==================== design 1
### The metal 1 layer, design 1

Bar = 20 µm.
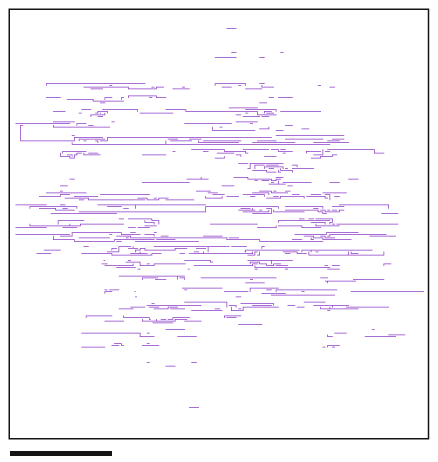
### The metal 2 layer, design 1

Bar = 20 µm.
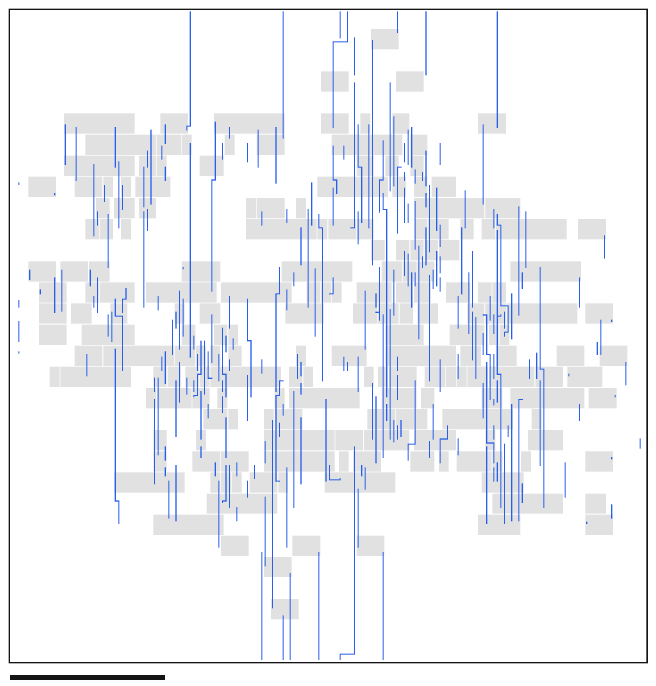
`config.mk`:
```
export PLATFORM = sky130hd
export DESIGN_NAME = tally_2d_accum
export DESIGN_NICKNAME = d
export VERILOG_FILES = /design/src/rtl/tally_2d_accum.sv
export SDC_FILE = /design/constraint.sdc
export NUM_CORES = 1
export LEC_CHECK = 0
export CORE_AREA = 2 2 80 82
export DETAILED_ROUTE_END_ITERATION = 6
export DIE_AREA = 0 0 82 84
export SLEW_MARGIN = 20
export SYNTH_ARGS = -nofsm -noshare
export SYNTH_HDL_FRONTEND = slang
export SYNTH_SLANG_ARGS = --single-unit
```
`constraint.sdc`:
```
create_clock -name clk -period 1.9 [get_ports clk]
set_input_delay 0.19 -clock clk [delete_from_list [all_inputs] [get_ports clk]]
set_output_delay 0.19 -clock clk [all_outputs]
set_load 0.02 [all_outputs]
```
`src/rtl/tally_2d_accum.sv`:
```
// Frame accumulator for per-row tallies: running total, first maximum, zero-row count
// and an over-range flag, with the result held until the consumer takes it.
//
// state | meaning
// ACCUM | collecting rows, outputs show running partial values
// HOLD  | frame complete, result presented on done_valid until done_ready
module tally_2d_accum #(
  parameter int ROWS = 12,
  parameter int MAXC = 12
) (
  input  logic       clk,
  input  logic       rst_n,
  input  logic       clear,
  input  logic [3:0] count,
  input  logic       count_valid,
  output logic       count_ready,
  output logic [7:0] total,
  output logic [3:0] max_count,
  output logic [3:0] max_row,
  output logic [3:0] zero_rows,
  output logic       err,
  output logic       done_valid,
  input  logic       done_ready
);

  typedef enum logic {ACCUM = 1'b0, HOLD = 1'b1} state_t;

  state_t     state, state_nxt;
  logic       ready_en;
  logic       accept;
  logic       last_row;
  logic       release_hold;
  logic [3:0] row_idx;
  logic [3:0] eff;

  assign accept       = count_valid && count_ready;
  assign eff          = (count > 4'(MAXC)) ? 4'(MAXC) : count;
  assign last_row     = (row_idx == 4'(ROWS - 1));
  assign release_hold = (state == HOLD) && done_ready;

  always_ff @(posedge clk or negedge rst_n) begin
    if (!rst_n) state <= ACCUM;
    else        state <= state_nxt;
  end

  always_comb begin
    state_nxt = state;
    if (clear) begin
      state_nxt = ACCUM;
    end else begin
      case (state)
        ACCUM:   if (accept && last_row) state_nxt = HOLD;
        HOLD:    if (done_ready)         state_nxt = ACCUM;
        default: state_nxt = ACCUM;
      endcase
    end
  end

  always_comb begin
    count_ready = (state == ACCUM) && !clear && ready_en;
    done_valid  = (state == HOLD);
  end

  // Keeps count_ready low until the first edge after reset is released.
  always_ff @(posedge clk or negedge rst_n) begin
    if (!rst_n) ready_en <= 1'b0;
    else        ready_en <= 1'b1;
  end

  always_ff @(posedge clk or negedge rst_n) begin
    if (!rst_n) begin
      row_idx   <= '0;
      total     <= '0;
      max_count <= '0;
      max_row   <= '0;
      zero_rows <= '0;
      err       <= 1'b0;
    end else if (clear || release_hold) begin
      row_idx   <= '0;
      total     <= '0;
      max_count <= '0;
      max_row   <= '0;
      zero_rows <= '0;
      err       <= 1'b0;
    end else if (accept) begin
      total <= total + 8'(eff);
      if (eff == 4'd0)       zero_rows <= zero_rows + 4'd1;
      if (count > 4'(MAXC))  err       <= 1'b1;
      // Strictly greater keeps the earliest row on ties.
      if (eff > max_count) begin
        max_count <= eff;
        max_row   <= row_idx;
      end
      if (!last_row) row_idx <= row_idx + 4'd1;
    end
  end

endmodule
```
==> results.json <==
{
  "grt-ovfl-total": 0,
  "cts_tree": "built",
  "flop_area_um2": 677,
  "comb_area_um2": 753,
  "ioPinCount": 32,
  "finish.utilization": 0.334,
  "worstReg2RegStart": "total[2]",
  "synth_seq_share": 0.466,
  "area_delta_synth_final_pct": 40.5,
  "stdcell_count": 272,
  "met3_usage": 0.0303,
  "die_y_um": 84,
  "clk_pin_slew_ns": 0.10,
  "internal_power_uw": 845,
  "numSynthFlops": 27,
  "fillers": 645,
  "cap_viol_max_count": 0,
  "yosys.area_share.simple": 0.186,
  "r2r_slack_ns": 0.18,
  "synthCells": 150,
  "yosysWarnings": 0,
  "clkCellAreaFrac": 0.0240,
  "io_buffers": 31,
  "p_seq_uw": 607,
  "antenna_found_initial": 0,
  "gp_congestion": 0.793,
  "multiInputCombCellCount": 110,
  "grt.met1_usage": 0.150,
  "ys_sh_xor": 0.0362,
  "cts_buffer_depth": 2,
  "antenna_cells": 0,
  "cts_root_buffer": "clkbuf_8",
  "grt_max_degree": 28,
  "nets": 214,
  "comb_share": 0.370,
  "vias": 1193,
  "maxPowerGroup": "sequential cells",
  "drc_errors": 0,
  "grt_usage": 0.106,
  "hp-class": "in -> async",
  "post_synth_num_cell_types": 32,
  "fin_total_pwr_uw": 1160,
  "switching_share": 0.274,
  "maxUsedRoutingLayer": "met4",
  "outcome": "complete, no violations",
  "pg_clk_uw": 339,
  "tap_cells": 77
}
Notes on 'The metal 1 layer' of design 1 above:
The wires run mostly horizontal. The layer carries 1680 µm of wire. 182 nets have wire on it. The longest straight run is 50.6 µm.

Notes on 'The metal 2 layer' of design 1 above:
The wires run mostly vertical. The longest straight run is 28.9 µm. The layer holds 45% of the routed length.

==> synth_stat cells (all sizes together) <==
cell    count
xor2        3
buf         1
nand4       4
inv         8
conb        1
a21o        1
nor4        1
nand2      25
a31oi       2
o211a       1
or2         1
or3         2
dfrtp      27
o21ai      13
nor3        3
nor3b       1
a21bo       1
and4bb      1
xnor2       3
mux2        2
clkbuf      4
nand3       7
nor2        9
a21oi       9
ha          9
a221oi      1
mux2i       8
o31ai       1
and2        1
==> critical path: cells and delay by family, from the launching register on <==
family / cells / cell delay (ns)
buffers and inverters: 1 / 0.64
flip-flops: 1 / 0.47
AND/OR/NAND/NOR: 1 / 0.25

==================== design 2
### The metal 2 layer, design 2

Bar = 10 µm.
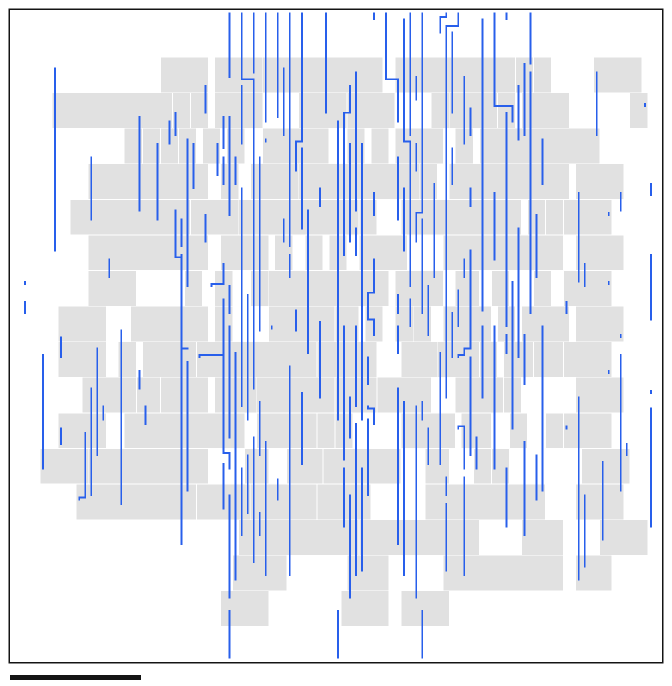
### Signal wires on met3, design 2

Bar = 10 µm.
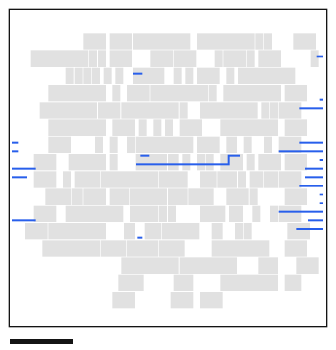
### The metal 1 layer, design 2

Bar = 10 µm.
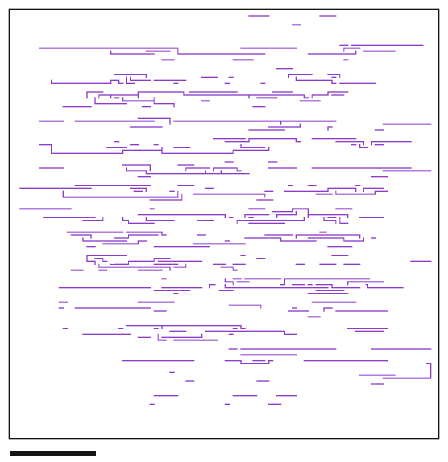
<file path="config.mk">
export PLATFORM = sky130hd
export DESIGN_NAME = regfile_dump_reader
export DESIGN_NICKNAME = d
export VERILOG_FILES = /design/src/rtl/regfile_pkg.sv /design/src/rtl/regdump_range_ctr.sv /design/src/rtl/regfile_dump_reader.sv
export SDC_FILE = /design/constraint.sdc
export NUM_CORES = 1
export LEC_CHECK = 0
export CAP_MARGIN = 20
export CORE_UTILIZATION = 41
export CTS_BUF_LIST = sky130_fd_sc_hd__clkbuf_8 sky130_fd_sc_hd__clkbuf_16
export CTS_CLUSTER_DIAMETER = 30
export CTS_CLUSTER_SIZE = 8
export DETAILED_ROUTE_END_ITERATION = 10
export PLACE_DENSITY = 0.89
export SLEW_MARGIN = 5
export SYNTH_ARGS = -nofsm -noshare
export SYNTH_HDL_FRONTEND = slang
export SYNTH_SLANG_ARGS = --single-unit
</file>
<file path="constraint.sdc">
create_clock -name clk -period 2.1 [get_ports clk]
set_input_delay 0.63 -clock clk [delete_from_list [all_inputs] [get_ports clk]]
set_output_delay 0.63 -clock clk [all_outputs]
set_load 0.01 [all_outputs]
</file>
<file path="src/rtl/regfile_pkg.sv">
// Shared definitions for the register-file dump reader: sizes, FSM encoding,
// output beat layout and the register file's reset image.
package regfile_pkg;

    localparam int NUM_REGS = 8;
    localparam int ADDR_W   = $clog2(NUM_REGS);
    localparam int DATA_W   = 8;

    localparam int STATE_W = 3;
    localparam logic [STATE_W-1:0] ST_IDLE  = 3'd0;
    localparam logic [STATE_W-1:0] ST_FETCH = 3'd1;
    localparam logic [STATE_W-1:0] ST_SEND  = 3'd2;
    localparam logic [STATE_W-1:0] ST_FIN   = 3'd3;
    localparam logic [STATE_W-1:0] ST_CHK   = 3'd4;

    typedef struct packed {
        logic [DATA_W-1:0] data;
        logic [ADDR_W-1:0] index;
        logic              last;
    } beat_t;

    // Register 0 in the low byte; register 4 comes out of reset holding 45.
    localparam logic [NUM_REGS*DATA_W-1:0] RESET_IMAGE =
        {8'd0, 8'd0, 8'd0, 8'd45, 8'd0, 8'd0, 8'd0, 8'd0};

    function automatic logic [DATA_W-1:0] resetValue(input logic [ADDR_W-1:0] idx);
        return RESET_IMAGE[int'(idx)*DATA_W +: DATA_W];
    endfunction

endpackage

</file>
<file path="src/rtl/regdump_range_ctr.sv">
// Walk pointer for the dump: loads the start index, steps with natural
// power-of-two wrap, and flags when it sits on the latched last index.
module regdump_range_ctr
    import regfile_pkg::*;
(
    input  logic              clk,
    input  logic              rst_n,
    input  logic              load,
    input  logic              advance,
    input  logic [ADDR_W-1:0] firstReg,
    input  logic [ADDR_W-1:0] lastReg,
    output logic [ADDR_W-1:0] ptr,
    output logic              isLast
);

    logic [ADDR_W-1:0] lastIdx;

    always_ff @(posedge clk or negedge rst_n) begin
        if (!rst_n) begin
            ptr     <= '0;
            lastIdx <= '0;
        end else if (load) begin
            ptr     <= firstReg;
            lastIdx <= lastReg;
        end else if (advance) begin
            ptr <= ptr + 1'b1;
        end
    end

    assign isLast = (ptr == lastIdx);

endmodule

</file>
<file path="src/rtl/regfile_dump_reader.sv">
// Streams a wrapping range of register-file entries out over valid/ready.
// Define REGDUMP_CHECKSUM_EN to append an XOR checksum beat to every dump.
module regfile_dump_reader
    import regfile_pkg::*;
(
    input  logic               clk,
    input  logic               rst_n,
    input  logic               start,
    input  logic [ADDR_W-1:0]  first_reg,
    input  logic [ADDR_W-1:0]  last_reg,
    output logic [ADDR_W-1:0]  rd_addr,
    input  logic [DATA_W-1:0]  rd_data,
    output logic               out_valid,
    input  logic               out_ready,
    output logic [DATA_W-1:0]  out_data,
    output logic [ADDR_W-1:0]  out_index,
    output logic               out_last,
    output logic               busy,
    output logic               done,
    output logic [STATE_W-1:0] dbgState
);

    // Handshake: a beat transfers on a posedge where out_valid && out_ready.
    // Once out_valid is high, the beat fields stay frozen until that transfer.
    logic [STATE_W-1:0] state;
    beat_t              beat;
    logic [ADDR_W-1:0]  ptr;
    logic               isLast;
    logic               load;
    logic               advance;
    logic               accept;

    assign accept  = out_valid && out_ready;
    assign load    = (state == ST_IDLE) && start;
    assign advance = (state == ST_SEND) && accept && !isLast;

    regdump_range_ctr u_rangeCtr (
        .clk      (clk),
        .rst_n    (rst_n),
        .load     (load),
        .advance  (advance),
        .firstReg (first_reg),
        .lastReg  (last_reg),
        .ptr      (ptr),
        .isLast   (isLast)
    );

`ifdef REGDUMP_CHECKSUM_EN
    logic [DATA_W-1:0] checksum;

    always_ff @(posedge clk or negedge rst_n) begin
        if (!rst_n) begin
            checksum <= '0;
        end else if (load) begin
            checksum <= '0;
        end else if (state == ST_FETCH) begin
            checksum <= checksum ^ rd_data;
        end
    end
`endif

    always_ff @(posedge clk or negedge rst_n) begin
        if (!rst_n) begin
            state     <= ST_IDLE;
            beat      <= '0;
            out_valid <= 1'b0;
        end else begin
            case (state)
                ST_IDLE: begin
                    if (start) state <= ST_FETCH;
                end
                ST_FETCH: begin
                    beat.data  <= rd_data;
                    beat.index <= ptr;
`ifdef REGDUMP_CHECKSUM_EN
                    beat.last  <= 1'b0;
`else
                    beat.last  <= isLast;
`endif
                    out_valid  <= 1'b1;
                    state      <= ST_SEND;
                end
                ST_SEND: begin
                    if (accept) begin
                        out_valid <= 1'b0;
                        if (!isLast) begin
                            state <= ST_FETCH;
                        end else begin
`ifdef REGDUMP_CHECKSUM_EN
                            // checksum already folds in the beat just accepted
                            beat      <= '{data: checksum, index: '0, last: 1'b1};
                            out_valid <= 1'b1;
                            state     <= ST_CHK;
`else
                            state <= ST_FIN;
`endif
                        end
                    end
                end
`ifdef REGDUMP_CHECKSUM_EN
                ST_CHK: begin
                    if (accept) begin
                        out_valid <= 1'b0;
                        state     <= ST_FIN;
                    end
                end
`endif
                ST_FIN:  state <= ST_IDLE;
                default: state <= ST_IDLE;
            endcase
        end
    end

    assign rd_addr   = ptr;
    assign out_data  = beat.data;
    assign out_index = beat.index;
    assign out_last  = beat.last;
    assign busy      = (state != ST_IDLE);
    assign done      = (state == ST_FIN);
    assign dbgState  = state;

endmodule

</file>
==> results.json <==
{
  "crit_family": "multiplexers",
  "crit_buf_inv": 1,
  "lay_top_cells": "nand2_1 (39), clkdlybuf4s50_1 (36), dfrtp_1 (21), mux2_2 (5)",
  "synthTopCellsByCount": "nand2_1 (39), dfrtp_1 (21), mux2_2 (5)",
  "design_area_um2": 1400,
  "slew_headroom": 0.502,
  "placed_area_um2": 1350,
  "syn_nets": 110,
  "edf_count": 0,
  "outcome": "complete, no violations",
  "ys_cells": 91,
  "top_logic_kind": "simple AND/OR/NAND/NOR gates",
  "dp_hpwl_um": 1520,
  "largest_reg_flops": 8,
  "wl_um": 2060,
  "log.warning_count": 26,
  "nClkBuffers": 3,
  "mux_share": 0.0720,
  "top_usage_layer": "met2",
  "worstSkewPairLatency_ns": 0.26,
  "fillers": 163,
  "max_stage_delay_ns": 0.49,
  "synthAdderAreaFrac": 0.0133,
  "syn_area_per_cell_um2": 10.3,
  "io_buffers": 37,
  "ys_sh_xor": 0.0707,
  "pre_cts_slack_ns": -0.138,
  "dp.cells": 155,
  "holdWs_ns": 0.478,
  "core-area_um2": 2060
}
Notes on 'The metal 2 layer' of design 2 above:
The layer carries 1080 µm of wire. The wires run mostly vertical. The layer holds 52% of the routed length.

Notes on 'Signal wires on met3' of design 2 above:
21 nets have wire on it. The wires run mostly horizontal.

Notes on 'The metal 1 layer' of design 2 above:
The layer holds 43% of the routed length. The longest straight run is 18.9 µm. The wires run mostly horizontal. The layer carries 888 µm of wire.

==> worst paths after layout <==
check,start,end,slack (ns),cells past startpoint
setup / recovery,out_ready,u_rangeCtr.ptr[1],0.12,5
setup reg to reg,dbgState[0],u_rangeCtr.ptr[1],0.46,4
hold / removal,out_index[0],out_index[0],0.48,2
min in group asynchronous,rst_n,out_index[1],0.71,2
hold reg to reg,out_index[0],out_index[0],0.48,2
max in group asynchronous,rst_n,out_valid,1.18,2
==> worst reg2reg max path, cell delays in order (launching register included) <==
cell	delay, ns
dfrtp_1	0.43
nand4b_1	0.25
a31oi_2	0.22
mux2_1	0.36
mux2_2	0.26


==> layout pictures side by side <==
Placement density heat map.
picture 1
10 x 10 tiles, from white (low) to dark blue (high), 0 to 100% covered.
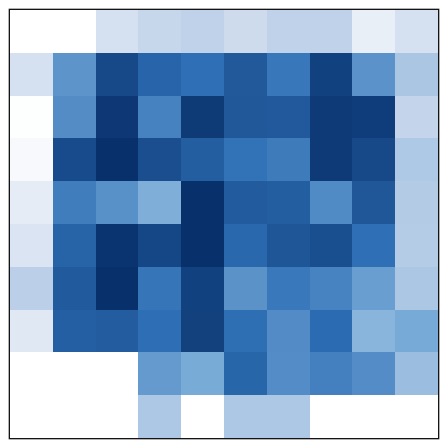
picture 2
8 x 8 tiles, from white (low) to dark blue (high), 0 to 100% covered.
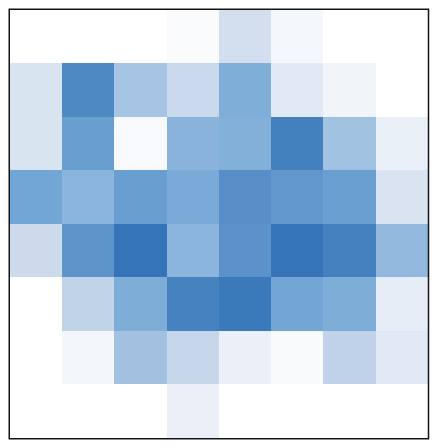
For design 1, see picture 2.
For design 2, see picture 1.


## Gallery

Track usage over the die.
Plate I
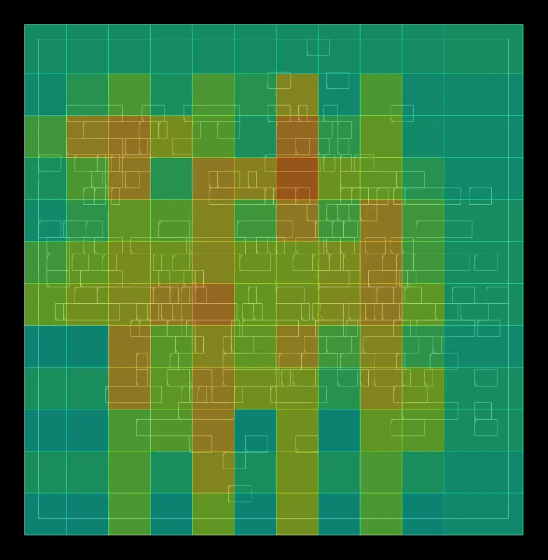
Plate II
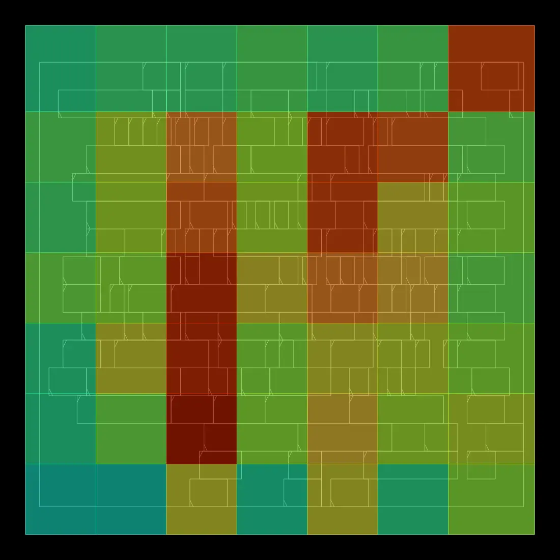
Plate II -> design 2
Plate I -> design 1
The one with the highest track usage is Plate II.
The one with the highest utilization is Plate II.

